# block 1

==> block_1/registers.png <==
Bar = 20 um.
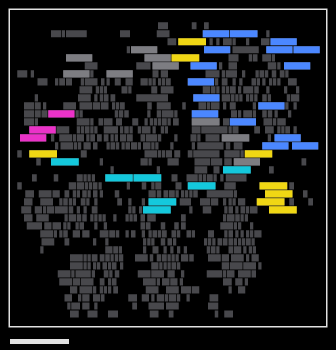

File: src/rtl/bullcow_display.sv
// Eight-digit multiplexed seven-segment driver for the bulls-and-cows game.
// Optional END_GAME blinking is compiled in with `define BULLCOW_DISP_BLINK_EN.
module bullcow_display #(
   parameter int REFRESH_DIV = 50000,
   parameter int BLINK_DIV   = 25000000
) (
   input  logic       clock,
   input  logic       reset,
   input  logic [2:0] game_state,
   input  logic [2:0] bull_count,
   input  logic [2:0] cow_count,
   input  logic [7:0] J1_points,
   input  logic [7:0] J2_points,
   output logic [7:0] an,
   output logic [7:0] seg
);

   localparam int RW = (REFRESH_DIV > 2) ? $clog2(REFRESH_DIV) : 1;

   localparam logic [7:0] G_J     = 8'hE1;
   localparam logic [7:0] G_B     = 8'h83;
   localparam logic [7:0] G_C     = 8'hA7;
   localparam logic [7:0] G_DASH  = 8'hBF;
   localparam logic [7:0] G_BLANK = 8'hFF;

   if (REFRESH_DIV < 2 || BLINK_DIV < 2) begin : g_bad_param
      $error("bullcow_display: REFRESH_DIV and BLINK_DIV must be >= 2");
   end

   function automatic logic [7:0] hex_glyph(input logic [3:0] v);
      case (v)
         4'h0: hex_glyph = 8'hC0;
         4'h1: hex_glyph = 8'hF9;
         4'h2: hex_glyph = 8'hA4;
         4'h3: hex_glyph = 8'hB0;
         4'h4: hex_glyph = 8'h99;
         4'h5: hex_glyph = 8'h92;
         4'h6: hex_glyph = 8'h82;
         4'h7: hex_glyph = 8'hF8;
         4'h8: hex_glyph = 8'h80;
         4'h9: hex_glyph = 8'h90;
         4'hA: hex_glyph = 8'h88;
         4'hB: hex_glyph = 8'h83;
         4'hC: hex_glyph = 8'hC6;
         4'hD: hex_glyph = 8'hA1;
         4'hE: hex_glyph = 8'h86;
         default: hex_glyph = 8'h8E;
      endcase
   endfunction

   logic [RW-1:0] div_cnt;
   logic [2:0]    idx;
   logic [2:0]    prev_state;
   logic [2:0]    bull_l;
   logic [2:0]    cow_l;
   logic [7:0]    glyph;
   logic [7:0]    an_nxt;
   logic [7:0]    seg_nxt;
   logic [7:0]    player_glyph;

   always_ff @(posedge clock or posedge reset) begin
      if (reset) begin
         div_cnt <= '0;
         idx     <= 3'd0;
      end else if (div_cnt == RW'(REFRESH_DIV - 1)) begin
         div_cnt <= '0;
         idx     <= idx + 3'd1;
      end else begin
         div_cnt <= div_cnt + RW'(1);
      end
   end

   // The result is captured only when the turn hands over between the guess states.
   always_ff @(posedge clock or posedge reset) begin
      if (reset) begin
         prev_state <= 3'b000;
         bull_l     <= 3'd0;
         cow_l      <= 3'd0;
      end else begin
         prev_state <= game_state;
         if (game_state == 3'b000 || game_state == 3'b001) begin
            bull_l <= 3'd0;
            cow_l  <= 3'd0;
         end else if ((prev_state == 3'b010 && game_state == 3'b011) ||
                      (prev_state == 3'b011 && game_state == 3'b010)) begin
            bull_l <= bull_count;
            cow_l  <= cow_count;
         end
      end
   end

   always_comb begin
      glyph        = G_DASH;
      player_glyph = game_state[0] ? hex_glyph(4'h2) : hex_glyph(4'h1);
      case (game_state)
         3'b000, 3'b001: begin
            case (idx)
               3'd7:    glyph = G_J;
               3'd6:    glyph = player_glyph;
               default: glyph = G_DASH;
            endcase
         end
         3'b010, 3'b011: begin
            case (idx)
               3'd7:    glyph = G_J;
               3'd6:    glyph = player_glyph;
               3'd4:    glyph = hex_glyph({1'b0, bull_l});
               3'd3:    glyph = G_B;
               3'd1:    glyph = hex_glyph({1'b0, cow_l});
               3'd0:    glyph = G_C;
               default: glyph = G_BLANK;
            endcase
         end
         3'b111: begin
            case (idx)
               3'd7:    glyph = G_J;
               3'd6:    glyph = hex_glyph(4'h1);
               3'd5:    glyph = hex_glyph(J1_points[7:4]);
               3'd4:    glyph = hex_glyph(J1_points[3:0]);
               3'd3:    glyph = G_J;
               3'd2:    glyph = hex_glyph(4'h2);
               3'd1:    glyph = hex_glyph(J2_points[7:4]);
               default: glyph = hex_glyph(J2_points[3:0]);
            endcase
         end
         default: glyph = G_DASH;
      endcase
   end

`ifdef BULLCOW_DISP_BLINK_EN
   localparam int BW = (BLINK_DIV > 2) ? $clog2(BLINK_DIV) : 1;
   logic [BW-1:0] blink_cnt;
   logic          hidden;

   always_ff @(posedge clock or posedge reset) begin
      if (reset) begin
         blink_cnt <= '0;
         hidden    <= 1'b0;
      end else if (game_state == 3'b111) begin
         if (blink_cnt == BW'(BLINK_DIV - 1)) begin
            blink_cnt <= '0;
            hidden    <= ~hidden;
         end else begin
            blink_cnt <= blink_cnt + BW'(1);
         end
      end else begin
         blink_cnt <= '0;
         hidden    <= 1'b0;
      end
   end

   // Scanning keeps running while hidden; only the drive is masked.
   always_comb begin
      an_nxt  = ~(8'd1 << idx);
      seg_nxt = glyph;
      if (hidden) begin
         an_nxt  = 8'hFF;
         seg_nxt = 8'hFF;
      end
   end
`else
   always_comb begin
      an_nxt  = ~(8'd1 << idx);
      seg_nxt = glyph;
   end
`endif

   always_ff @(posedge clock or posedge reset) begin
      if (reset) begin
         an  <= 8'hFF;
         seg <= 8'hFF;
      end else begin
         an  <= an_nxt;
         seg <= seg_nxt;
      end
   end

endmodule

File: config.mk
export PLATFORM = sky130hd
export DESIGN_NAME = bullcow_display
export DESIGN_NICKNAME = d
export VERILOG_FILES = /design/src/rtl/bullcow_display.sv
export SDC_FILE = /design/constraint.sdc
export NUM_CORES = 1
export LEC_CHECK = 0
export ABC_AREA = 1
export CAP_MARGIN = 20
export CORE_MARGIN = 2
export CORE_UTILIZATION = 35
export CTS_CLUSTER_SIZE = 14
export DETAILED_ROUTE_END_ITERATION = 16
export PLACE_DENSITY = 0.55
export REMOVE_ABC_BUFFERS = 1
export SETUP_SLACK_MARGIN = 0.3
export SLEW_MARGIN = 30
export SYNTH_ARGS = -nofsm -noshare
export SYNTH_HDL_FRONTEND = slang
export SYNTH_SLANG_ARGS = --single-unit
File: constraint.sdc
create_clock -name clock -period 1.87 [get_ports clock]
set_input_delay 0.4675 -clock clock [delete_from_list [all_inputs] [get_ports clock]]
set_output_delay 0.4675 -clock clock [all_outputs]
set_load 0.02 [all_outputs]
# block 2

<file path="config.mk">
export PLATFORM = sky130hd
export DESIGN_NAME = xif_coproc_pipe
export DESIGN_NICKNAME = d
export VERILOG_FILES = /design/src/rtl/xif_coproc_pipe.sv
export SDC_FILE = /design/constraint.sdc
export NUM_CORES = 1
export LEC_CHECK = 0
export CAP_MARGIN = 20
export CELL_PAD_IN_SITES_DETAIL_PLACEMENT = 1
export CELL_PAD_IN_SITES_GLOBAL_PLACEMENT = 1
export CORE_MARGIN = 3
export CORE_UTILIZATION = 40
export CTS_CLUSTER_DIAMETER = 150
export DETAILED_ROUTE_END_ITERATION = 8
export PLACE_DENSITY_LB_ADDON = 0.1
export REMOVE_ABC_BUFFERS = 1
export SETUP_SLACK_MARGIN = 0.02
export SYNTH_ARGS = -nofsm -noshare
export SYNTH_HDL_FRONTEND = slang
export SYNTH_SLANG_ARGS = --single-unit
</file>
<file path="constraint.sdc">
create_clock -name clk_i -period 5.3 [get_ports clk_i]
set_clock_uncertainty 0.1 [all_clocks]
set_input_delay 1.06 -clock clk_i [delete_from_list [all_inputs] [get_ports clk_i]]
set_output_delay 1.06 -clock clk_i [all_outputs]
set_load 0.1 [all_outputs]
</file>
<file path="src/rtl/xif_coproc_pipe.sv">
// xif_coproc_pipe: eXtension-interface coprocessor with an in-order queue of
// up to DEPTH offloaded instructions. Each entry tracks commit/kill by ID and
// is executed only once it reaches the head and has been committed.
//
// Ports:
//   clk_i, rst_ni                      clock, asynchronous active-low reset
//   issue_*                            offload request and combinational response
//   commit_valid/commit_id/commit_kill commit strobe per instruction ID
//   mem_*                              word load/store request and response channel
//   result_*                           in-order writeback channel
//
// Ops: custom-0 funct3 000 MAGIC, 001 ADD, 010 XOR, 011 MAXU;
//      custom-1 funct3 000 RMLD (load word), 001 RMST (store word).
module xif_coproc_pipe #(
  parameter int unsigned     DEPTH      = 4,
  parameter int unsigned     X_ID_WIDTH = 4,
  parameter int unsigned     XLEN       = 32,
  parameter logic [XLEN-1:0] MAGIC      = XLEN'(32'hDEADBEEF)
) (
  input  logic                  clk_i,
  input  logic                  rst_ni,
  // Issue
  input  logic                  issue_valid,
  output logic                  issue_ready,
  input  logic [31:0]           issue_instr,
  input  logic [X_ID_WIDTH-1:0] issue_id,
  input  logic [XLEN-1:0]       issue_rs0,
  input  logic [XLEN-1:0]       issue_rs1,
  output logic                  issue_accept,
  output logic                  issue_writeback,
  output logic                  issue_loadstore,
  // Commit
  input  logic                  commit_valid,
  input  logic [X_ID_WIDTH-1:0] commit_id,
  input  logic                  commit_kill,
  // Memory request
  output logic                  mem_valid,
  input  logic                  mem_ready,
  output logic [X_ID_WIDTH-1:0] mem_id,
  output logic [XLEN-1:0]       mem_addr,
  output logic                  mem_we,
  output logic [XLEN-1:0]       mem_wdata,
  output logic [XLEN/8-1:0]     mem_be,
  // Memory response
  input  logic                  mem_result_valid,
  input  logic [XLEN-1:0]       mem_rdata,
  input  logic                  mem_result_err,
  // Result
  output logic                  result_valid,
  input  logic                  result_ready,
  output logic [X_ID_WIDTH-1:0] result_id,
  output logic [XLEN-1:0]       result_data,
  output logic [4:0]            result_rd,
  output logic                  result_we,
  output logic                  result_err
);

  localparam int unsigned PtrW     = (DEPTH > 1) ? $clog2(DEPTH) : 1;
  localparam logic [PtrW:0] DepthCnt = (PtrW + 1)'(DEPTH);

  localparam logic [6:0] OpcCustom0 = 7'b0001011;
  localparam logic [6:0] OpcCustom1 = 7'b0101011;

  typedef enum logic [2:0] {OpMagic, OpAdd, OpXor, OpMaxu, OpLoad, OpStore} op_e;

  typedef enum logic [2:0] {
    StIdle, StDrop, StExec, StMemReq, StMemWait, StResult
  } state_e;

  // ---------------------------------------------------------------------------
  // Decode (combinational from issue_instr)
  // ---------------------------------------------------------------------------
  logic dec_accept, dec_wb, dec_ls;
  op_e  dec_op;

  always_comb begin
    dec_accept = 1'b0;
    dec_wb     = 1'b0;
    dec_ls     = 1'b0;
    dec_op     = OpMagic;
    case (issue_instr[6:0])
      OpcCustom0: begin
        case (issue_instr[14:12])
          3'b000: begin dec_accept = 1'b1; dec_wb = 1'b1; dec_op = OpMagic; end
          3'b001: begin dec_accept = 1'b1; dec_wb = 1'b1; dec_op = OpAdd;   end
          3'b010: begin dec_accept = 1'b1; dec_wb = 1'b1; dec_op = OpXor;   end
          3'b011: begin dec_accept = 1'b1; dec_wb = 1'b1; dec_op = OpMaxu;  end
          default: ;
        endcase
      end
      OpcCustom1: begin
        case (issue_instr[14:12])
          3'b000: begin
            dec_accept = 1'b1; dec_wb = 1'b1; dec_ls = 1'b1; dec_op = OpLoad;
          end
          3'b001: begin
            dec_accept = 1'b1; dec_ls = 1'b1; dec_op = OpStore;
          end
          default: ;
        endcase
      end
      default: ;
    endcase
  end

  assign issue_accept    = dec_accept;
  assign issue_writeback = dec_wb;
  assign issue_loadstore = dec_ls;

  // Upper instruction bits carry no information for these ops.
  logic unused_instr;
  assign unused_instr = ^issue_instr[31:15];

  // ---------------------------------------------------------------------------
  // Instruction queue
  // ---------------------------------------------------------------------------
  logic [X_ID_WIDTH-1:0] q_id_q  [DEPTH];
  op_e                   q_op_q  [DEPTH];
  logic [XLEN-1:0]       q_rs0_q [DEPTH];
  logic [XLEN-1:0]       q_rs1_q [DEPTH];
  logic [4:0]            q_rd_q  [DEPTH];
  logic [DEPTH-1:0]      q_valid_q, q_cmt_q, q_kill_q;
  logic [PtrW-1:0]       head_q, tail_q;
  logic [PtrW:0]         count_q;

  logic enq, pop;

  // Registered count only: a pop in the same cycle does not reopen a full queue.
  assign issue_ready = (count_q < DepthCnt);
  assign enq         = issue_valid & issue_ready & dec_accept;

  always_ff @(posedge clk_i or negedge rst_ni) begin
    if (!rst_ni) begin
      for (int unsigned i = 0; i < DEPTH; i++) begin
        q_id_q[i]  <= '0;
        q_op_q[i]  <= OpMagic;
        q_rs0_q[i] <= '0;
        q_rs1_q[i] <= '0;
        q_rd_q[i]  <= '0;
      end
      q_valid_q <= '0;
      q_cmt_q   <= '0;
      q_kill_q  <= '0;
      head_q    <= '0;
      tail_q    <= '0;
      count_q   <= '0;
    end else begin
      if (commit_valid) begin
        for (int unsigned i = 0; i < DEPTH; i++) begin
          if (q_valid_q[i] && (q_id_q[i] == commit_id)) begin
            q_cmt_q[i] <= 1'b1;
            if (commit_kill) q_kill_q[i] <= 1'b1;
          end
        end
      end
      // The enqueue slot is never a valid entry, so its flag clear cannot
      // collide with a commit above.
      if (enq) begin
        q_id_q[tail_q]    <= issue_id;
        q_op_q[tail_q]    <= dec_op;
        q_rs0_q[tail_q]   <= issue_rs0;
        q_rs1_q[tail_q]   <= issue_rs1;
        q_rd_q[tail_q]    <= issue_instr[11:7];
        q_valid_q[tail_q] <= 1'b1;
        q_cmt_q[tail_q]   <= 1'b0;
        q_kill_q[tail_q]  <= 1'b0;
        tail_q            <= tail_q + 1'b1;
      end
      if (pop) begin
        q_valid_q[head_q] <= 1'b0;
        head_q            <= head_q + 1'b1;
      end
      case ({enq, pop})
        2'b10:   count_q <= count_q + 1'b1;
        2'b01:   count_q <= count_q - 1'b1;
        default: ;
      endcase
    end
  end

  // ---------------------------------------------------------------------------
  // Head entry view
  // ---------------------------------------------------------------------------
  logic [X_ID_WIDTH-1:0] head_id;
  op_e                   head_op;
  logic [XLEN-1:0]       head_rs0, head_rs1;
  logic [4:0]            head_rd;
  logic                  head_valid, head_match, head_cmt, head_kill, head_is_mem;

  assign head_id    = q_id_q[head_q];
  assign head_op    = q_op_q[head_q];
  assign head_rs0   = q_rs0_q[head_q];
  assign head_rs1   = q_rs1_q[head_q];
  assign head_rd    = q_rd_q[head_q];
  assign head_valid = q_valid_q[head_q];

  // Bypass a same-cycle commit so the head leaves IDLE one cycle after it.
  assign head_match  = commit_valid & head_valid & (commit_id == head_id);
  assign head_cmt    = q_cmt_q[head_q] | head_match;
  assign head_kill   = q_kill_q[head_q] | (head_match & commit_kill);
  assign head_is_mem = (head_op == OpLoad) || (head_op == OpStore);

  logic [XLEN-1:0] alu_result;

  always_comb begin
    alu_result = MAGIC;
    case (head_op)
      OpAdd:   alu_result = head_rs0 + head_rs1;
      OpXor:   alu_result = head_rs0 ^ head_rs1;
      OpMaxu:  alu_result = (head_rs0 > head_rs1) ? head_rs0 : head_rs1;
      default: alu_result = MAGIC;
    endcase
  end

  // ---------------------------------------------------------------------------
  // Head FSM
  // ---------------------------------------------------------------------------
  state_e state_q, state_d;
  logic   res_load_exec, res_load_mem;

  always_ff @(posedge clk_i or negedge rst_ni) begin
    if (!rst_ni) state_q <= StIdle;
    else         state_q <= state_d;
  end

  always_comb begin
    state_d = state_q;
    case (state_q)
      StIdle: begin
        if (head_valid && head_cmt) begin
          if (head_kill)        state_d = StDrop;
          else if (head_is_mem) state_d = StMemReq;
          else                  state_d = StExec;
        end
      end
      StDrop:    state_d = StIdle;
      StExec:    state_d = StResult;
      StMemReq:  if (mem_ready)        state_d = StMemWait;
      StMemWait: if (mem_result_valid) state_d = StResult;
      StResult:  if (result_ready)     state_d = StIdle;
      default:   state_d = StIdle;
    endcase
  end

  always_comb begin
    mem_valid     = 1'b0;
    result_valid  = 1'b0;
    pop           = 1'b0;
    res_load_exec = 1'b0;
    res_load_mem  = 1'b0;
    unique case (state_q)
      StIdle:    ;
      StDrop:    pop = 1'b1;
      StExec:    res_load_exec = 1'b1;
      StMemReq:  mem_valid = 1'b1;
      StMemWait: res_load_mem = mem_result_valid;
      StResult: begin
        result_valid = 1'b1;
        pop          = result_ready;
      end
      default:   ;
    endcase
  end

  // Request fields are gated so the bus idles at zero between requests.
  assign mem_id    = mem_valid ? head_id : '0;
  assign mem_addr  = mem_valid ? head_rs0 : '0;
  assign mem_wdata = mem_valid ? head_rs1 : '0;
  assign mem_we    = mem_valid & (head_op == OpStore);
  assign mem_be    = {(XLEN/8){mem_valid}};

  // ---------------------------------------------------------------------------
  // Result registers: loaded once per instruction, held until accepted
  // ---------------------------------------------------------------------------
  logic [X_ID_WIDTH-1:0] res_id_q;
  logic [XLEN-1:0]       res_data_q;
  logic [4:0]            res_rd_q;
  logic                  res_we_q, res_err_q;

  always_ff @(posedge clk_i or negedge rst_ni) begin
    if (!rst_ni) begin
      res_id_q   <= '0;
      res_data_q <= '0;
      res_rd_q   <= '0;
      res_we_q   <= 1'b0;
      res_err_q  <= 1'b0;
    end else if (res_load_exec) begin
      res_id_q   <= head_id;
      res_data_q <= alu_result;
      res_rd_q   <= head_rd;
      res_we_q   <= 1'b1;
      res_err_q  <= 1'b0;
    end else if (res_load_mem) begin
      res_id_q   <= head_id;
      res_data_q <= (head_op == OpLoad) ? mem_rdata : '0;
      res_rd_q   <= head_rd;
      res_we_q   <= (head_op == OpLoad) & ~mem_result_err;
      res_err_q  <= mem_result_err;
    end
  end

  assign result_id   = res_id_q;
  assign result_data = res_data_q;
  assign result_rd   = res_rd_q;
  assign result_we   = res_we_q;
  assign result_err  = res_err_q;

endmodule

</file>
# block 3

## config.mk

```make
export PLATFORM = sky130hd
export DESIGN_NAME = fetch_unit
export DESIGN_NICKNAME = d
export VERILOG_FILES = /design/src/rtl/fetch_unit_pkg.sv /design/src/rtl/fetch_unit_sync_fifo.sv /design/src/rtl/fetch_unit.sv
export SDC_FILE = /design/constraint.sdc
export NUM_CORES = 1
export LEC_CHECK = 0
export ABC_CLOCK_PERIOD_IN_PS = 6300
export CAP_MARGIN = 10
export CORE_AREA = 4 4 135 137
export CTS_BUF_LIST = sky130_fd_sc_hd__clkbuf_2 sky130_fd_sc_hd__clkbuf_4 sky130_fd_sc_hd__clkbuf_8
export DETAILED_ROUTE_END_ITERATION = 6
export DIE_AREA = 0 0 139 141
export PLACE_DENSITY_LB_ADDON = 0.08
export SYNTH_ARGS = -nofsm -noshare
export SYNTH_HDL_FRONTEND = slang
export SYNTH_HIERARCHICAL = 1
export SYNTH_SLANG_ARGS = --single-unit
```

## constraint.sdc

```tcl
create_clock -name clock -period 6.3 [get_ports clock]
set_clock_uncertainty 0.2 [all_clocks]
set_input_delay 0.945 -clock clock [delete_from_list [all_inputs] [get_ports clock]]
set_output_delay 0.945 -clock clock [all_outputs]
set_load 0.02 [all_outputs]
```

## src/rtl/fetch_unit_pkg.sv

```systemverilog
// Shared types and constants for the instruction-fetch stage.
// Latency: n/a (declarations only).
// Backpressure: n/a.
package fetch_unit_pkg;

  localparam logic [31:0] NOP_INST         = 32'h0000_0013;
  localparam logic [31:0] RESET_PC_DEFAULT = 32'h0100_0000;

  typedef enum logic [1:0] {
    BOOT  = 2'd0,
    FETCH = 2'd1,
    FLUSH = 2'd2
  } fetch_state_t;

  // One buffered instruction together with the address it was fetched from.
  typedef struct packed {
    logic [31:0] pc;
    logic [31:0] inst;
  } fetch_entry_t;

  function automatic logic [31:0] word_align(input logic [31:0] addr);
    return {addr[31:2], 2'b00};
  endfunction

endpackage

```

## src/rtl/fetch_unit_sync_fifo.sv

```systemverilog
// Generic synchronous FIFO with flush, occupancy count and full/empty flags.
// Latency: a push is visible at the head on the cycle after it is written.
// Backpressure: none internally; the producer must never push into a full FIFO.
module sync_fifo #(
  parameter int WIDTH = 64,
  parameter int DEPTH = 2
) (
  input  logic                     clock,
  input  logic                     reset,
  input  logic                     push,
  input  logic [WIDTH-1:0]         push_dat,
  input  logic                     pop,
  input  logic                     flush,
  output logic [WIDTH-1:0]         head_dat,
  output logic [$clog2(DEPTH):0]   count,
  output logic                     full,
  output logic                     empty
);

  localparam int AW = $clog2(DEPTH);
  localparam int CW = AW + 1;
  localparam logic [CW-1:0] FULL_CNT = CW'(DEPTH);

  logic [WIDTH-1:0] mem [DEPTH];
  logic [AW-1:0]    rd_ptr;
  logic [AW-1:0]    wr_ptr;

  // Storage write; contents need no reset because count gates visibility.
  always_ff @(posedge clock) begin
    if (push) mem[wr_ptr] <= push_dat;
  end

  // Pointer and occupancy tracking; flush empties the FIFO and wins over push/pop.
  always_ff @(posedge clock or posedge reset) begin
    if (reset) begin
      rd_ptr <= '0;
      wr_ptr <= '0;
      count  <= '0;
    end else if (flush) begin
      rd_ptr <= '0;
      wr_ptr <= '0;
      count  <= '0;
    end else begin
      if (push) wr_ptr <= wr_ptr + 1'b1;
      if (pop)  rd_ptr <= rd_ptr + 1'b1;
      case ({push, pop})
        2'b10:   count <= count + 1'b1;
        2'b01:   count <= count - 1'b1;
        default: count <= count;
      endcase
    end
  end

  assign head_dat = mem[rd_ptr];
  assign full     = (count == FULL_CNT);
  assign empty    = (count == '0);

  no_push_when_full: assert property (@(posedge clock) disable iff (reset) !(push && full && !flush));

endmodule

```

## src/rtl/fetch_unit.sv

```systemverilog
// Instruction fetch: PC, credit-limited imem requests, response buffer, branch redirect.
// Latency: imem response registered into the buffer, shown on inst the following cycle.
// Backpressure: requests stop when outstanding + buffered reaches BUF_DEPTH; stall holds the head.
module fetch_unit import fetch_unit_pkg::*; #(
  parameter logic [31:0] RESET_PC  = RESET_PC_DEFAULT,
  parameter int          BUF_DEPTH = 2
) (
  input  logic        clock,
  input  logic        reset,
  output logic        imem_req_valid,
  input  logic        imem_req_ready,
  output logic [31:0] imem_req_addr,
  input  logic        imem_rsp_valid,
  input  logic [31:0] imem_rsp_data,
  input  logic        brn_tkn,
  input  logic [31:0] brn_target,
  input  logic        stall,
  output logic        inst_valid,
  output logic [31:0] inst,
  output logic [31:0] inst_pc
);

  localparam int CW = $clog2(BUF_DEPTH) + 1;
  localparam logic [CW:0] DEPTH_CNT = (CW+1)'(BUF_DEPTH);

  fetch_state_t  state;
  logic [31:0]   pc;
  logic [31:0]   rsp_pc;        // PC of the next response that will be kept
  logic [CW-1:0] outstanding;
  logic [CW-1:0] outstanding_nxt;
  logic [CW-1:0] drop;
  logic [CW-1:0] drop_nxt;
  logic [CW-1:0] fifo_count;
  logic          fifo_full;
  logic          fifo_empty;
  logic          credit_ok;
  logic          req_fire;
  logic          redirect;
  logic          push;
  logic          pop;
  fetch_entry_t  push_entry;
  fetch_entry_t  head;

  // Request valid decodes only registered state, so it cannot drop while waiting for ready.
  assign credit_ok      = ({1'b0, outstanding} + {1'b0, fifo_count}) < DEPTH_CNT;
  assign imem_req_valid = (state == FETCH) && credit_ok;
  assign imem_req_addr  = {pc[31:2], 2'b00};
  assign req_fire       = imem_req_valid && imem_req_ready;
  assign redirect       = brn_tkn && (state != BOOT);

  assign push       = imem_rsp_valid && (drop == '0) && !redirect;
  assign pop        = !fifo_empty && !stall && !redirect;
  assign push_entry = '{pc: rsp_pc, inst: imem_rsp_data};

  // Next in-flight count and stale-response count after this cycle's handshakes.
  always_comb begin
    outstanding_nxt = outstanding;
    if (req_fire && !imem_rsp_valid)      outstanding_nxt = outstanding + 1'b1;
    else if (!req_fire && imem_rsp_valid) outstanding_nxt = outstanding - 1'b1;
    drop_nxt = drop;
    if (imem_rsp_valid && (drop != '0))   drop_nxt = drop - 1'b1;
  end

  // FSM with PC, credit and drop bookkeeping; a redirect discards every request still in flight.
  always_ff @(posedge clock or posedge reset) begin
    if (reset) begin
      state       <= BOOT;
      pc          <= RESET_PC;
      rsp_pc      <= RESET_PC;
      outstanding <= '0;
      drop        <= '0;
    end else begin
      outstanding <= outstanding_nxt;
      if (redirect) begin
        pc     <= word_align(brn_target);
        rsp_pc <= word_align(brn_target);
        drop   <= outstanding_nxt;
        state  <= (outstanding_nxt != '0) ? FLUSH : FETCH;
      end else begin
        if (req_fire) pc     <= pc + 32'd4;
        if (push)     rsp_pc <= rsp_pc + 32'd4;
        drop <= drop_nxt;
        case (state)
          BOOT:    state <= FETCH;
          FLUSH:   if (drop_nxt == '0) state <= FETCH;
          default: state <= state;
        endcase
      end
    end
  end

  sync_fifo #(
    .WIDTH ($bits(fetch_entry_t)),
    .DEPTH (BUF_DEPTH)
  ) u_buf (
    .clock    (clock),
    .reset    (reset),
    .push     (push),
    .push_dat (push_entry),
    .pop      (pop),
    .flush    (redirect),
    .head_dat (head),
    .count    (fifo_count),
    .full     (fifo_full),
    .empty    (fifo_empty)
  );

  // When empty, inst_pc shows where the next kept word will come from.
  assign inst_valid = !fifo_empty;
  assign inst       = fifo_empty ? NOP_INST : head.inst;
  assign inst_pc    = fifo_empty ? rsp_pc   : head.pc;

endmodule
```


==> gallery <==
Selected gate families.
shot_01.png
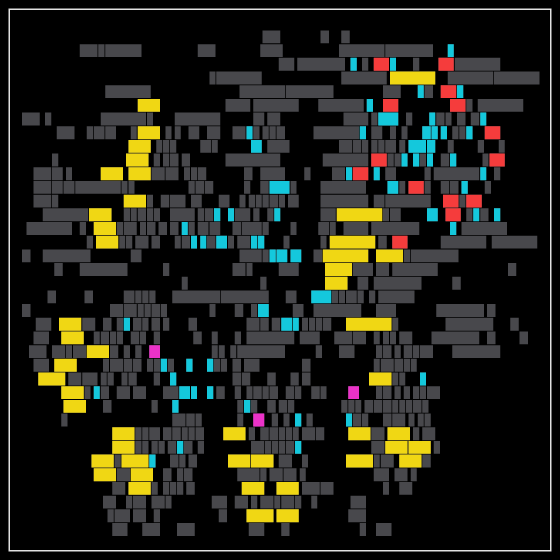
shot_02.png
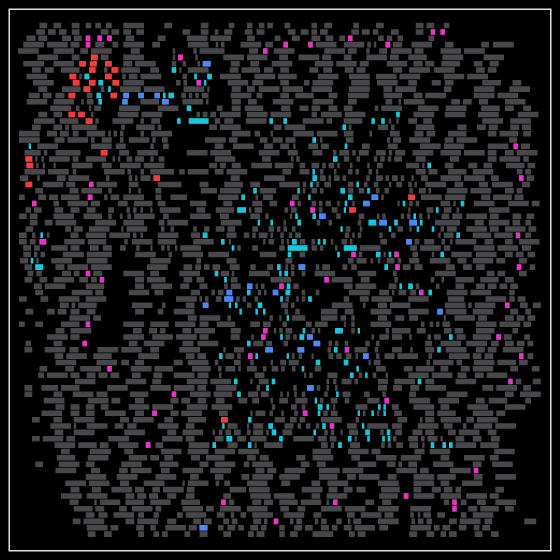
shot_03.png
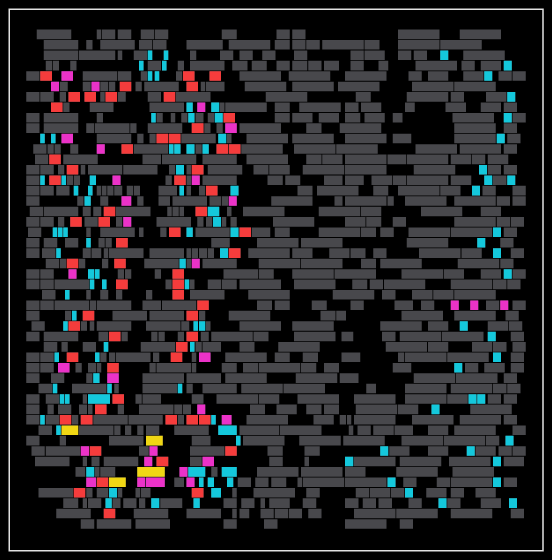
- shot_01.png = block 1
- shot_03.png = block 3
- shot_02.png = block 2
Of these, most cells: shot_02.png
Of these, fewest cells: shot_01.png

==> block_2/registers.png <==
Bar = 50 um.
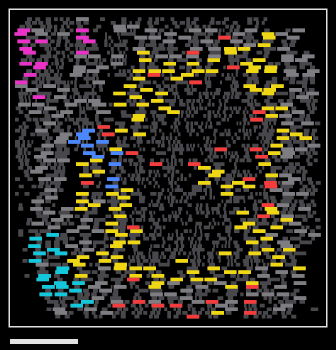
q_id_q: marked magenta, placed flops 16, where upper left. q_rs1_q: marked yellow, placed flops 128. q_rd_q: marked cyan, placed flops 20, where lower left. q_op_q: marked blue, placed flops 12, where middle left. result_data: marked red, placed flops 32.
Another 161 sequential cells are not coloured.
fin util: 50.3%
Sequential Area: 9240 um^2

==> block_2/met3.png <==
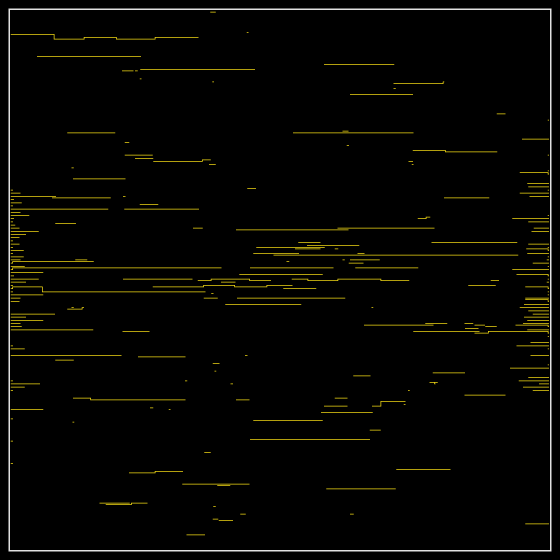
The layer carries 2830 um of wire. 162 nets have wire on it. The layer holds 4.4% of the routed length.

==> results_slide.txt, block 2 <==
Physical Implementation Snapshot

Cells and area
  • Final cell count without fillers: 2599
  • Count of clock buffers in the final design: 56
  • Buffers excl. clock: 293
  • Buffering overhead: 11.2%

Job
  • Max_cap viols: 0

Worst hold path
  • Hold Crit Class: reg2reg

Route
  • First drt pass iteration count: 6

Synthesis
  • Synth async-reset ratio: 100%
  • YS chip area: 20300 um^2
  • Top cells by area: dfrtp_1 46%, mux2_2 18%, mux4_2 8.7%, ha_1 4.4%, a21oi_1 2.3%
  • Yosys simple share: roughly 7.3%
  • Multiplexer share: 27.5%
  • YS warnings: 0
  • Comb area leader: multiplexers
  • # Cells Yosys: 1680

Power
  • VDD IR max: 0.266 mV

Status
  • Outcome: finished clean

Clock network
  • CTS Buf Count: 43
  • Hold-fix buffers, CTS: 0
  • TritonCTS clock tree: built

Setup path
  • Setup crit end: result_data[30]
  • FF-to-FF setup slack: between 0.7 and 0.8 ns
  • WP depth: 13

Floorplan
  • Core Area: 49500 um^2
  • Initial Util: between 40% and 50%
  • Chip area: 53400 um^2

STA
  • Fin crit share: 85.7%

Placed design
  • GPL Wtd Cong: 0.836
block 2: routing by layer:
metal / track usage, % / part of all wire [%]
met5: 0 / 0.041
met4: 6.28 / 2.3
met3: 4.01 / 4.4
met2: 40.0 / 48
met1: 32.5 / 45
block 2: report_power, final:
part / total (mW) / leakage [nW] / switching (mW) / internal (mW)
registers: 3.13 / 5.10 / 0.160 / 2.97
logic: 2.95 / 6.01 / 1.92 / 1.03
clock network: 3.06 / 0.716 / 1.21 / 1.85
block 2: cells in the final DEF (no fill, tap or decap), types with 49 or more instances in the layout:
cell type	Yosys	routed
dfrtp_1	369	367
o21ai_0	74	73
a21oi_1	95	95
ha_1	72	72
inv_1	80	80
mux2_2	320	320
mux4_2	78	78
nor2_1	68	66
nor3_1	49	49
clkdlybuf4s50_1	0	171
buf_4	8	110
nand2_1	60	55
block 2: metrics by stage:
stage | cell area, um^2 | hold WS, ns
global route | 24900 | 0.405
floorplan | 19700 | 0.345
detailed placement | 23400 | 0.370
global placement | 23400 | 0.358
CTS | 24900 | 0.384
finish | 24900 | 0.378
==> block_1/final_congestion.png <==
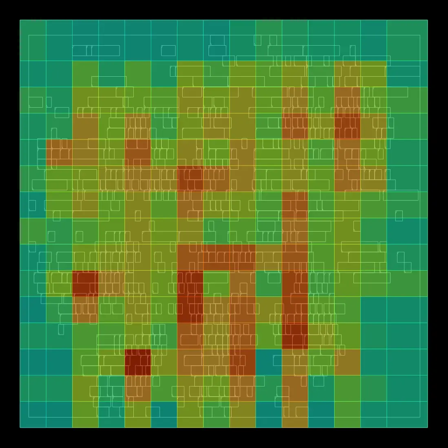
grt met3 use: 3.57%
M1 GR Usage: 22.5%

## Picture notes: block_1/registers.png
an: marked yellow, placed flops 8. seg: marked cyan, placed flops 7, where centre. bull_l: marked magenta, placed flops 3. div_cnt: marked blue, placed flops 16, where upper right.
Sequential Area: 1100 um^2
flop share of the area: 23.0%
Sequential Power: 986 uW

==> results_slide.txt, block 1 <==
Physical Implementation Snapshot

Power
  • VDD IR max: 0.332 mV

Clock network
  • TritonCTS clock tree: built
  • Clk slew on worst S/H paths: 0.09 ns
  • CTS Buffer Depth: 2
  • Root buffer cell: clkbuf_8

Floorplan
  • Ports: 43
  • Chip area: 11500 um^2

Global routing
  • Grt peak-use layer: met2

Placed design
  • PortBufs: 41
  • Dpl cells: 739
  • GPL Wtd Cong: 0.856

Cells and area
  • Logic area: 2400 um^2
  • Number of fill cells: 1070
  • Count of clock buffers in the final design: 5
  • Layout clock area frac: approximately 2.4%

Setup path
  • Cells on worst reg2reg path: 8
  • Critical R2R Capture: seg[1]
  • Slowest stage delay, CP: ~0.49 ns
  • CP endpoint kind: flop
  • Setup CP Type: reg2reg
  • CP max-delay cell: dfrtp_2

Route
  • Met2 Wirelength: 4240 um
  • Drt wl/cell: 12.1 um
  • Top Layer Used: met4
  • Residual DRC count: 0
  • Final ANT Viol Nets: 0

Synthesis
  • Post-synth seq share: 29.3%

Status
  • Outcome: finished clean

STA
  • Fin crit share: 84.3%
## block 1: cells in the mapped netlist (all sizes together)
cell and number:
o31ai 1, nor3 3, nand3 47, conb 1
buf 9, o211ai 5, o21ai 29, dfrtp 28
nand2 153, nand4 7, ha 46, xor2 12
o22ai 7, inv 80, clkbuf 3, nor2 61
or2 3, o21bai 2, a21oi 19, xnor2 2
dfstp 15
## block 1: registers in the layout, summed over array words and instances (netlist names)
signal,flops
an,8
bull_l,3
cow_l,3
div_cnt,16
idx,3
prev_state,3
seg,7
## block 1: worst max-delay path by stage
stage / startpoint / endpoint / slack [ns] / cells past startpoint
after global routing: idx[0] / seg[0] / 0.20 / 10
after global placement: J1_points[5] / seg[3] / -0.18 / 10
after floorplan: idx[0] / seg[0] / 0.39 / 9
after CTS: seg[1] / seg[1] / 0.27 / 1
final: idx[1] / seg[1] / 0.29 / 8
after detailed placement: J2_points[4] / seg[2] / -0.22 / 10
## block 1: report_power, final
| part | internal (mW) | total (mW) | switching [mW] |
|---|---|---|---|
| combinational | 0.196 | 0.454 | 0.258 |
| sequential | 0.964 | 0.986 | 0.0222 |
| clock | 0.398 | 0.736 | 0.338 |
==> block_3/met3.png <==
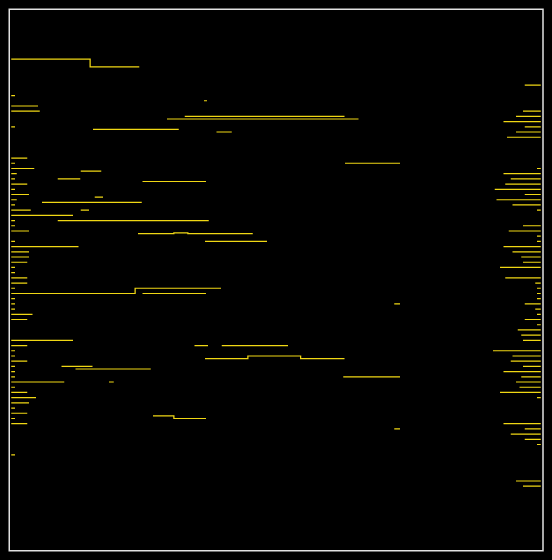
The wires run mostly horizontal. The layer holds 5.2% of the routed length.
final wirelength: 18800 um
grt met3 use: 4.00%

==> results_slide.txt, block 3 <==
Physical Implementation Snapshot

Setup path
  • FF-to-FF setup slack: 3.11 ns
  • WP depth: 4
  • Crit start category: flop
  • Cells on worst reg2reg path: 7

Power
  • Lkg Pwr: 4.07 nW
  • Register share of total power: 39.3%
  • Sw Share: a little under two fifths

Worst hold path
  • WHS Path Cells: 0
  • Min-delay src: rsp_pc[31]
  • Hold Crit Class: reg2reg

Floorplan
  • Die Wd: 139 um
  • Die height: 141 um

Placed design
  • HPWL Detailed: 12900 um
  • Dpl cells: 1050

STA
  • Fin Hold WS: around 0.34 ns

Route
  • Via Count: 5787

Status
  • Outcome: finished clean

Cells and area
  • Number of fill cells: 1254
[block 3: final cells by class]
class	count	area, um^2	share of cell area, %
flip-flops and latches	198	5600	49.0
inverters	13	48.8	0.427
repair buffers	171	1690	14.8
well taps	225	282	2.46
clock inverters	12	128	1.12
multi-input cells	443	3420	29.9
clock buffers	20	263	2.30
[block 3: placed cells by master, fill, tap and decap left out, types with 4 or more instances in the layout]
cell / instances
o21ai_0: 4
conb_1: 6
nand3_1: 21
xor2_1: 28
a21oi_1: 58
and3_1: 9
a31oi_1: 4
nor2_1: 42
xnor2_1: 33
nor3_1: 15
inv_1: 12
nor2b_1: 34
dfrtp_1: 67
edfxtp_1: 128
buf_4: 8
nor4_1: 9
nand4_1: 17
mux2_4: 50
or2_2: 4
clkinv_2: 4
mux2_2: 46
and4_1: 6
nand2_1: 25
clkbuf_8: 18
and2_1: 5
clkdlybuf4s50_1: 163
[block 3: per-layer routing]
metal	vias up	track usage, %	routed length, um
met5	-	0	0
met4	0	5.56	195
met3	15	4.00	974
met2	157	30.9	8760
met1	2827	26.8	8840
li1	2788	-	-

# block 4

==> block_4/registers.png <==
Bar = 20 um.
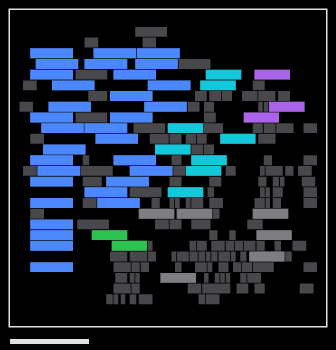

<file path="config.mk">
export PLATFORM = sky130hd
export DESIGN_NAME = nash_byte_serializer
export DESIGN_NICKNAME = d
export VERILOG_FILES = /design/src/rtl/nash_pkg.sv /design/src/rtl/nash_sync_fifo.sv /design/src/rtl/nash_byte_serializer.sv
export SDC_FILE = /design/constraint.sdc
export NUM_CORES = 1
export LEC_CHECK = 0
export CORE_MARGIN = 2
export CORE_UTILIZATION = 40
export CTS_CLUSTER_SIZE = 16
export DETAILED_ROUTE_END_ITERATION = 10
export GPL_TIMING_DRIVEN = 0
export SYNTH_ARGS = -nofsm -noshare
export SYNTH_HDL_FRONTEND = slang
export SYNTH_SLANG_ARGS = --single-unit
</file>
<file path="constraint.sdc">
create_clock -name clk -period 4.25 [get_ports clk]
set_input_delay 1.0625 -clock clk [delete_from_list [all_inputs] [get_ports clk]]
set_output_delay 1.0625 -clock clk [all_outputs]
set_load 0.01 [all_outputs]
</file>
<file path="src/rtl/nash_pkg.sv">
// Shared types and constants for the Nash cipher front end.
package nash_pkg;

    localparam int NASH_BYTE_W = 8;

    typedef enum logic {
        SER_IDLE  = 1'b0,
        SER_SHIFT = 1'b1
    } ser_state_e;

endpackage

</file>
<file path="src/rtl/nash_sync_fifo.sv">
// Synchronous FIFO with level output, synchronous clear and async active-low reset.
module nash_sync_fifo #(
    parameter int WIDTH = 8,
    parameter int DEPTH = 4,
    parameter int AW    = $clog2(DEPTH)
) (
    input  logic             clk,
    input  logic             rst_n,
    input  logic             clr,
    input  logic             push,
    input  logic             pop,
    input  logic [WIDTH-1:0] wdata,
    output logic [WIDTH-1:0] rdata,
    output logic             full,
    output logic             empty,
    output logic [AW:0]      level
);

    logic [WIDTH-1:0] mem_q [DEPTH];
    logic [AW-1:0]    wr_ptr_q, wr_ptr_d;
    logic [AW-1:0]    rd_ptr_q, rd_ptr_d;
    logic [AW:0]      level_q, level_d;
    logic             do_push, do_pop;

    assign full    = (level_q == (AW+1)'(DEPTH));
    assign empty   = (level_q == '0);
    assign level   = level_q;
    assign rdata   = mem_q[rd_ptr_q];
    assign do_push = push && !full && !clr;
    assign do_pop  = pop && !empty && !clr;

    always_comb begin
        wr_ptr_d = wr_ptr_q;
        rd_ptr_d = rd_ptr_q;
        level_d  = level_q;
        if (clr) begin
            wr_ptr_d = '0;
            rd_ptr_d = '0;
            level_d  = '0;
        end else begin
            if (do_push) wr_ptr_d = wr_ptr_q + 1'b1;
            if (do_pop)  rd_ptr_d = rd_ptr_q + 1'b1;
            if (do_push && !do_pop)      level_d = level_q + 1'b1;
            else if (!do_push && do_pop) level_d = level_q - 1'b1;
        end
    end

    always_ff @(posedge clk or negedge rst_n) begin
        if (!rst_n) begin
            wr_ptr_q <= '0;
            rd_ptr_q <= '0;
            level_q  <= '0;
        end else begin
            wr_ptr_q <= wr_ptr_d;
            rd_ptr_q <= rd_ptr_d;
            level_q  <= level_d;
        end
    end

    // Storage is not reset; validity is tracked entirely by level_q.
    always_ff @(posedge clk) begin
        if (do_push) mem_q[wr_ptr_q] <= wdata;
    end

endmodule

</file>
<file path="src/rtl/nash_byte_serializer.sv">
// Byte-to-bit front end for the Nash cipher core: byte FIFO plus one-bit-per-cycle shifter.
// Define NASH_SER_LSB_FIRST_EN to emit bit 0 first; default is MSB first.
module nash_byte_serializer
    import nash_pkg::*;
#(
    parameter int BYTE_W     = NASH_BYTE_W,
    parameter int FIFO_DEPTH = 4,
    parameter int LW         = $clog2(FIFO_DEPTH) + 1
) (
    input  logic              clk,
    input  logic              rst_n,
    input  logic [BYTE_W-1:0] s_data,
    input  logic              s_valid,
    output logic              s_ready,
    input  logic              hold,
    input  logic              flush,
    output logic              bit_out,
    output logic              bit_valid,
    output logic              byte_start,
    output logic [LW-1:0]     fifo_level,
    output logic              busy
);

    localparam int CW = (BYTE_W > 1) ? $clog2(BYTE_W) : 1;
    localparam logic [CW-1:0] LAST_BIT = CW'(BYTE_W - 1);

    ser_state_e        state_q, state_d;
    logic [BYTE_W-1:0] shreg_q, shreg_d;
    logic [CW-1:0]     bit_cnt_q, bit_cnt_d;
    logic [BYTE_W-1:0] shreg_adv;
    logic [BYTE_W-1:0] fifo_rdata;
    logic              fifo_full, fifo_empty;
    logic              push, pop;

    // No full-bypass: s_ready must not depend on this cycle's pop.
    assign s_ready = !fifo_full && !flush;
    assign push    = s_valid && s_ready;

    nash_sync_fifo #(
        .WIDTH (BYTE_W),
        .DEPTH (FIFO_DEPTH)
    ) u_fifo (
        .clk   (clk),
        .rst_n (rst_n),
        .clr   (flush),
        .push  (push),
        .pop   (pop),
        .wdata (s_data),
        .rdata (fifo_rdata),
        .full  (fifo_full),
        .empty (fifo_empty),
        .level (fifo_level)
    );

`ifdef NASH_SER_LSB_FIRST_EN
    assign bit_out   = shreg_q[0];
    assign shreg_adv = {1'b0, shreg_q[BYTE_W-1:1]};
`else
    assign bit_out   = shreg_q[BYTE_W-1];
    assign shreg_adv = {shreg_q[BYTE_W-2:0], 1'b0};
`endif

    assign bit_valid  = (state_q == SER_SHIFT) && !hold;
    assign byte_start = bit_valid && (bit_cnt_q == '0);
    assign busy       = (state_q == SER_SHIFT) || !fifo_empty;

    always_comb begin
        state_d   = state_q;
        shreg_d   = shreg_q;
        bit_cnt_d = bit_cnt_q;
        pop       = 1'b0;
        if (flush) begin
            state_d   = SER_IDLE;
            shreg_d   = '0;
            bit_cnt_d = '0;
        end else if (!hold) begin
            case (state_q)
                SER_IDLE: begin
                    if (!fifo_empty) begin
                        pop       = 1'b1;
                        state_d   = SER_SHIFT;
                        shreg_d   = fifo_rdata;
                        bit_cnt_d = '0;
                    end
                end
                SER_SHIFT: begin
                    if (bit_cnt_q == LAST_BIT) begin
                        // Reload straight from the FIFO so consecutive bytes have no bubble.
                        bit_cnt_d = '0;
                        if (!fifo_empty) begin
                            pop     = 1'b1;
                            shreg_d = fifo_rdata;
                        end else begin
                            state_d = SER_IDLE;
                            shreg_d = '0;
                        end
                    end else begin
                        bit_cnt_d = bit_cnt_q + 1'b1;
                        shreg_d   = shreg_adv;
                    end
                end
                default: begin
                    state_d   = SER_IDLE;
                    shreg_d   = '0;
                    bit_cnt_d = '0;
                end
            endcase
        end
    end

    always_ff @(posedge clk or negedge rst_n) begin
        if (!rst_n) begin
            state_q   <= SER_IDLE;
            shreg_q   <= '0;
            bit_cnt_q <= '0;
        end else begin
            state_q   <= state_d;
            shreg_q   <= shreg_d;
            bit_cnt_q <= bit_cnt_d;
        end
    end

endmodule

</file>
# block 5

`src/rtl/shift_arbiter.sv`:
```
// Two-port arbiter sharing a single 8-bit barrel shifter.
// Round-robin or fixed-priority grant, one shift per grant, registered result.

module shifter (
    input  logic [7:0] data_i,
    input  logic [2:0] amt_i,
    input  logic       lr_i,
    input  logic       arith_i,
    output logic [7:0] result_o
);
    always_comb begin
        if (!lr_i) begin
            result_o = data_i << amt_i;
        end else if (arith_i) begin
            result_o = $unsigned($signed(data_i) >>> amt_i);
        end else begin
            result_o = data_i >> amt_i;
        end
    end
endmodule

// Handshake: a requester holds reqN high with stable operands until doneN
// pulses for one cycle; result is valid only during that pulse.
module shift_arbiter #(
    parameter int ROUND_ROBIN = 1
) (
    input  logic       clk,
    input  logic       rst_n,
    input  logic       req0,
    input  logic [7:0] data0,
    input  logic [2:0] amt0,
    input  logic       lr0,
    input  logic       arith0,
    input  logic       req1,
    input  logic [7:0] data1,
    input  logic [2:0] amt1,
    input  logic       lr1,
    input  logic       arith1,
    output logic       done0,
    output logic       done1,
    output logic [7:0] result,
    output logic       busy,
    output logic       last_grant,
    output logic [1:0] state_dbg
);
    typedef enum logic [1:0] {
        IDLE = 2'd0,
        EXEC = 2'd1,
        DONE = 2'd2
    } state_t;

    state_t     state_q, state_d;
    logic [7:0] data_q, data_d;
    logic [2:0] amt_q, amt_d;
    logic       lr_q, lr_d;
    logic       arith_q, arith_d;
    logic       gnt_q, gnt_d;
    logic       last_q, last_d;
    logic [7:0] result_q, result_d;
    logic       any_req;
    logic       winner;
    logic [7:0] shift_out;

    shifter u_shifter (
        .data_i   (data_q),
        .amt_i    (amt_q),
        .lr_i     (lr_q),
        .arith_i  (arith_q),
        .result_o (shift_out)
    );

    // Ties go to the port that did not win last time, or always to port 0.
    always_comb begin
        any_req = req0 | req1;
        if (req0 && req1) begin
            winner = (ROUND_ROBIN != 0) ? ~last_q : 1'b0;
        end else begin
            winner = req1;
        end
    end

    always_ff @(posedge clk) begin
        if (!rst_n) begin
            state_q <= IDLE;
        end else begin
            state_q <= state_d;
        end
    end

    always_comb begin
        state_d = state_q;
        case (state_q)
            IDLE:    if (any_req) state_d = EXEC;
            EXEC:    state_d = DONE;
            DONE:    state_d = IDLE;
            default: state_d = IDLE;
        endcase
    end

    always_comb begin
        busy      = (state_q == EXEC) || (state_q == DONE);
        done0     = (state_q == DONE) && !gnt_q;
        done1     = (state_q == DONE) && gnt_q;
        result    = result_q;
        last_grant = last_q;
        state_dbg = state_q;
    end

    always_comb begin
        data_d   = data_q;
        amt_d    = amt_q;
        lr_d     = lr_q;
        arith_d  = arith_q;
        gnt_d    = gnt_q;
        last_d   = last_q;
        result_d = result_q;
        case (state_q)
            IDLE: begin
                if (any_req) begin
                    gnt_d  = winner;
                    last_d = winner;
                    if (winner) begin
                        data_d  = data1;
                        amt_d   = amt1;
                        lr_d    = lr1;
                        arith_d = arith1;
                    end else begin
                        data_d  = data0;
                        amt_d   = amt0;
                        lr_d    = lr0;
                        arith_d = arith0;
                    end
                end
            end
            EXEC:    result_d = shift_out;
            default: ;
        endcase
    end

    always_ff @(posedge clk) begin
        if (!rst_n) begin
            data_q   <= 8'h00;
            amt_q    <= 3'd0;
            lr_q     <= 1'b0;
            arith_q  <= 1'b0;
            gnt_q    <= 1'b0;
            last_q   <= 1'b1;
            result_q <= 8'h00;
        end else begin
            data_q   <= data_d;
            amt_q    <= amt_d;
            lr_q     <= lr_d;
            arith_q  <= arith_d;
            gnt_q    <= gnt_d;
            last_q   <= last_d;
            result_q <= result_d;
        end
    end
endmodule

```
`config.mk`:
```
export PLATFORM = sky130hd
export DESIGN_NAME = shift_arbiter
export DESIGN_NICKNAME = d
export VERILOG_FILES = /design/src/rtl/shift_arbiter.sv
export SDC_FILE = /design/constraint.sdc
export NUM_CORES = 1
export LEC_CHECK = 0
export CAP_MARGIN = 20
export CORE_MARGIN = 8
export CORE_UTILIZATION = 25
export DETAILED_ROUTE_END_ITERATION = 16
export HOLD_SLACK_MARGIN = 0.12
export SLEW_MARGIN = 20
export SYNTH_ARGS = -nofsm -noshare
export SYNTH_HDL_FRONTEND = slang
export SYNTH_SLANG_ARGS = --single-unit
```
`constraint.sdc`:
```
create_clock -name clk -period 1.8 [get_ports clk]
set_input_delay 0.36 -clock clk [delete_from_list [all_inputs] [get_ports clk]]
set_output_delay 0.36 -clock clk [all_outputs]
set_load 0.01 [all_outputs]
```
==> block_4/gate_families.png <==
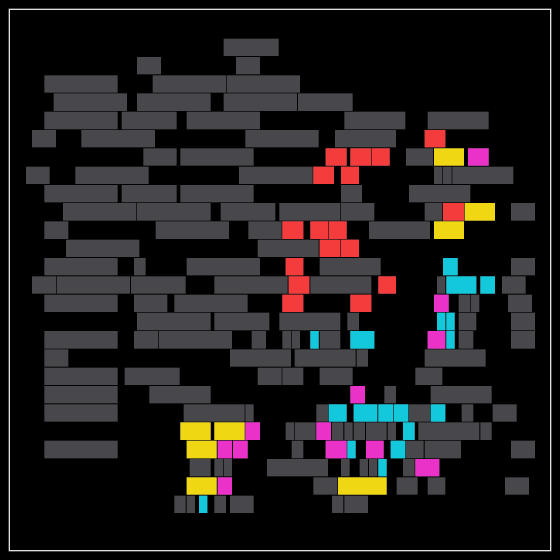
AND and OR gates: marked magenta, cells 12, most used and3_1. adder and majority cells: marked yellow, cells 8, most used ha_1. NOR gates: marked cyan, cells 18, most used nor2_1. AND-OR and OR-AND gates: marked red, cells 17, most used a22o_1, where centre.

Notes on block_4/registers.png above:
u_fifo.mem_q: marked blue, placed flops 32. u_fifo.wr_ptr_q: marked green, placed flops 2. shreg_q: marked cyan, placed flops 8. bit_cnt_q: marked purple, placed flops 3.

==> results_slide.txt, block 4 <==
Physical Implementation Snapshot

Status
  • Outcome: finished clean

STA
  • Fin Hold WS: 0.490 ns

Synthesis
  • Yosys aoi share: about 11%
  • Yosys simple share: 10.1%
  • Cell count after synthesis: 160
  • Multiplexer share: 8.64%
  • Floorplan Nets: 181
  • Post-synth top area share: 41.2%
  • # Cells Yosys: ~160

Cells and area
  • Count of clock buffers in the final design: 5
  • # diodes: 0
  • Seq_cells: 51
  • Flop share of the area: 52.9%

Setup path
  • CP dominant cell by count: clkdlybuf4s50_1
  • Required @ worst endpoint: approximately 3.2 ns
  • Critical Path Start: flush

Route
  • First drt pass iteration count: 4
  • Via Count: 1394

Worst hold path
  • WHS Path Cells: 1

Global routing
  • Vias in the first global route: 1396

Clock network
  • Postcts setup bufs: 0
  • Hold-fix buffers, CTS: 0

Job
  • Max_cap viols: 0

Power
  • Net Switching: 305 uW
  • Sw Share: between 20% and 30%

Placed design
  • Dpl cell area: 2620 um^2
==> block 4: placed cells by master, fill, tap and decap left out, types with 2 or more instances in the layout <==
master,synthesis,final
a21o_1,7,7
a21oi_1,4,4
a22o_1,10,10
and3_1,5,5
buf_1,2,2
buf_2,3,3
clkbuf_8,0,5
clkdlybuf4s50_1,0,20
dfrtp_1,19,19
edfxtp_1,32,32
ha_1,7,7
inv_1,7,7
inv_6,0,2
mux4_2,8,8
nand2_1,6,6
nand2b_1,2,2
nor2_1,7,7
nor2b_1,4,4
nor3_2,2,2
o21ai_0,5,5
xnor2_1,2,2
==> block 4: registers in the layout, summed over array words and instances (netlist names) <==
signal and count:
u_fifo.mem_q 32, shreg_q 8, bit_cnt_q 3, u_fifo.level 3, u_fifo.rd_ptr_q 2, u_fifo.wr_ptr_q 2
state_q 1
==> block 4: per-layer routing <==
| layer | GRT usage (%) | share of wire, % | vias up | wire, um |
|---|---|---|---|---|
| met5 | 0 | 0 | - | 0 |
| met4 | 6.27 | 1.7 | 0 | 70 |
| met3 | 3.71 | 4.1 | 9 | 165 |
| met2 | 23.4 | 49 | 35 | 2010 |
| met1 | 17.2 | 45 | 690 | 1820 |
| li1 | - | - | 660 | - |
==> block_5/met2.png <==
Bar = 20 um.
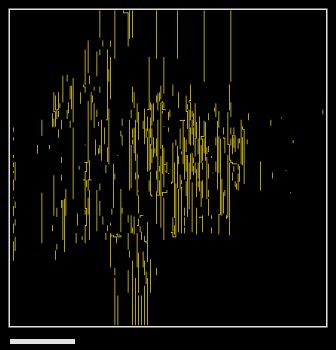
The wires run mostly vertical. 218 nets have wire on it.
Via Count: 1568
final wirelength: 4410 um

==> results_slide.txt, block 5 <==
Physical Implementation Snapshot

Placed design
  • GPL Wtd Cong: 0.871

Power
  • VDD IR max: 0.347 mV

Clock network
  • Postcts setup bufs: 0
  • CTS Buf Count: 3
  • CTS Buffer Depth: 2
  • Clock Latency Late Sink: approximately 0.27 ns

Global routing
  • Gr ovfl total: 0
  • Grt met3 use: 2.84%

Floorplan
  • Std-Cell Rows: 30

STA
  • Skew final: 0.00155 ns

Cells and area
  • Signal inverters: 6
  • Share of layout cells above drive strength 1: 13.3%
  • Count of clock buffers in the final design: 3
  • Flop share of the area: 22.0%

Status
  • Outcome: finished clean

Synthesis
  • Yosys simple share: between 15 and 20%
block 5: final timing paths:
kind	from	to	slack [ns]	cells after the start
worst max-delay path	state_dbg[0]	done1	0.10	4
worst min-delay path	gnt_q	gnt_q	0.50	2
worst max register to register	amt_q[0]	result[5]	0.20	5
worst min register to register	gnt_q	gnt_q	0.50	2
block 5: critical path, cell delays in order (launching register included):
cell and delay (ns):
dfxtp_2 0.37, inv_1 0.08, ha_1 0.20, and2_1 0.14
dlygate4sd2_1 0.28
block 5: sequential cells by signal, indices dropped and copies added, names as in the netlist:
| signal | flops |
|---|---|
| lr_q | 1 |
| result | 8 |
| arith_q | 1 |
| last_grant | 1 |
| gnt_q | 1 |
| amt_q | 3 |
| data_q | 8 |
| state_dbg | 2 |
block 5: stage by stage:
step                util, %  worst slack [ns]  cell area, um^2  std cells  total power [mW]
floorplan                 -             0.300             1670        194              1.13
global placement       33.8             0.132             2240        317              1.39
detailed placement     33.8             0.101             2240        317              1.40
CTS                    34.5            0.0815             2290        321              1.76
global route           34.5           0.00932             2290        321              1.86
finish                 34.5             0.102             2290        321              1.74
block 5: what timing repair did:
action | CTS | global route
gates cloned | 0 | 0
endpoints found under the setup margin | 3 | 2
resized | 5 | 1

==> screenshots <==
Track usage over the die.
(a)
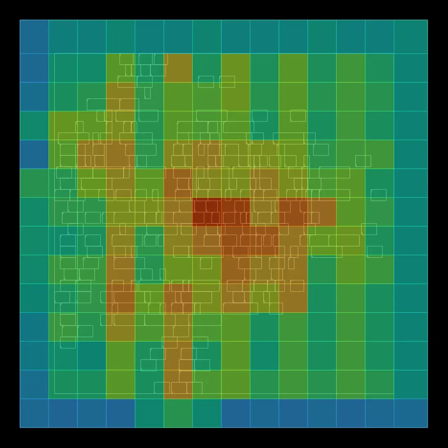
(b)
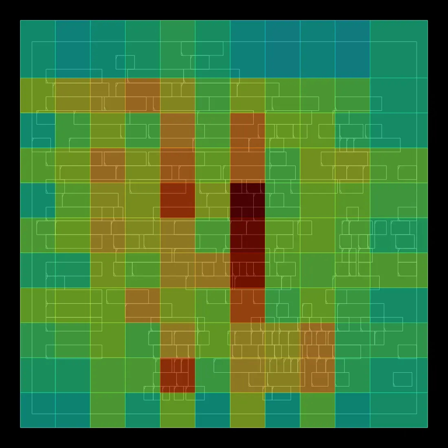
- block 5 = (a)
- block 4 = (b)
- highest utilization: (b)



## Gallery

M3 wires.
picture 1
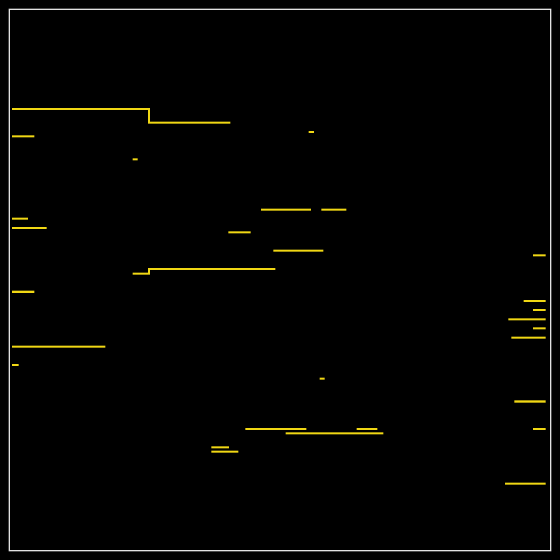
picture 2
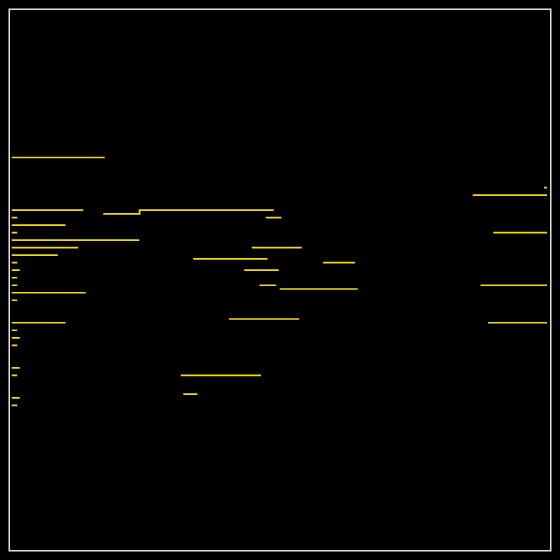
picture 3
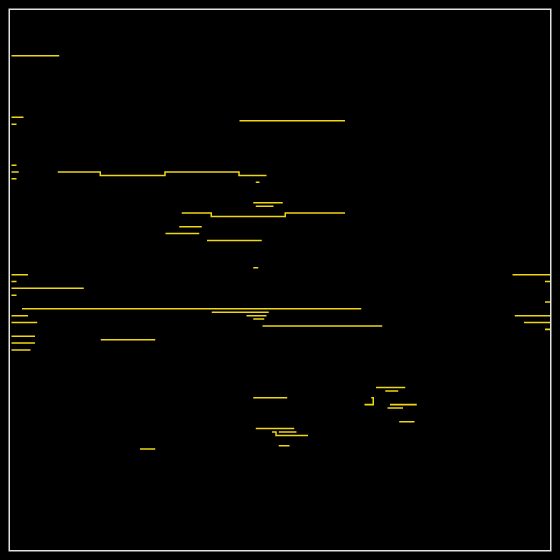
Picture 1 is block 4.
Picture 3 is block 1.
Picture 2 is block 5.

Power figures rest on the tool's default switching activity, not on a simulated workload.
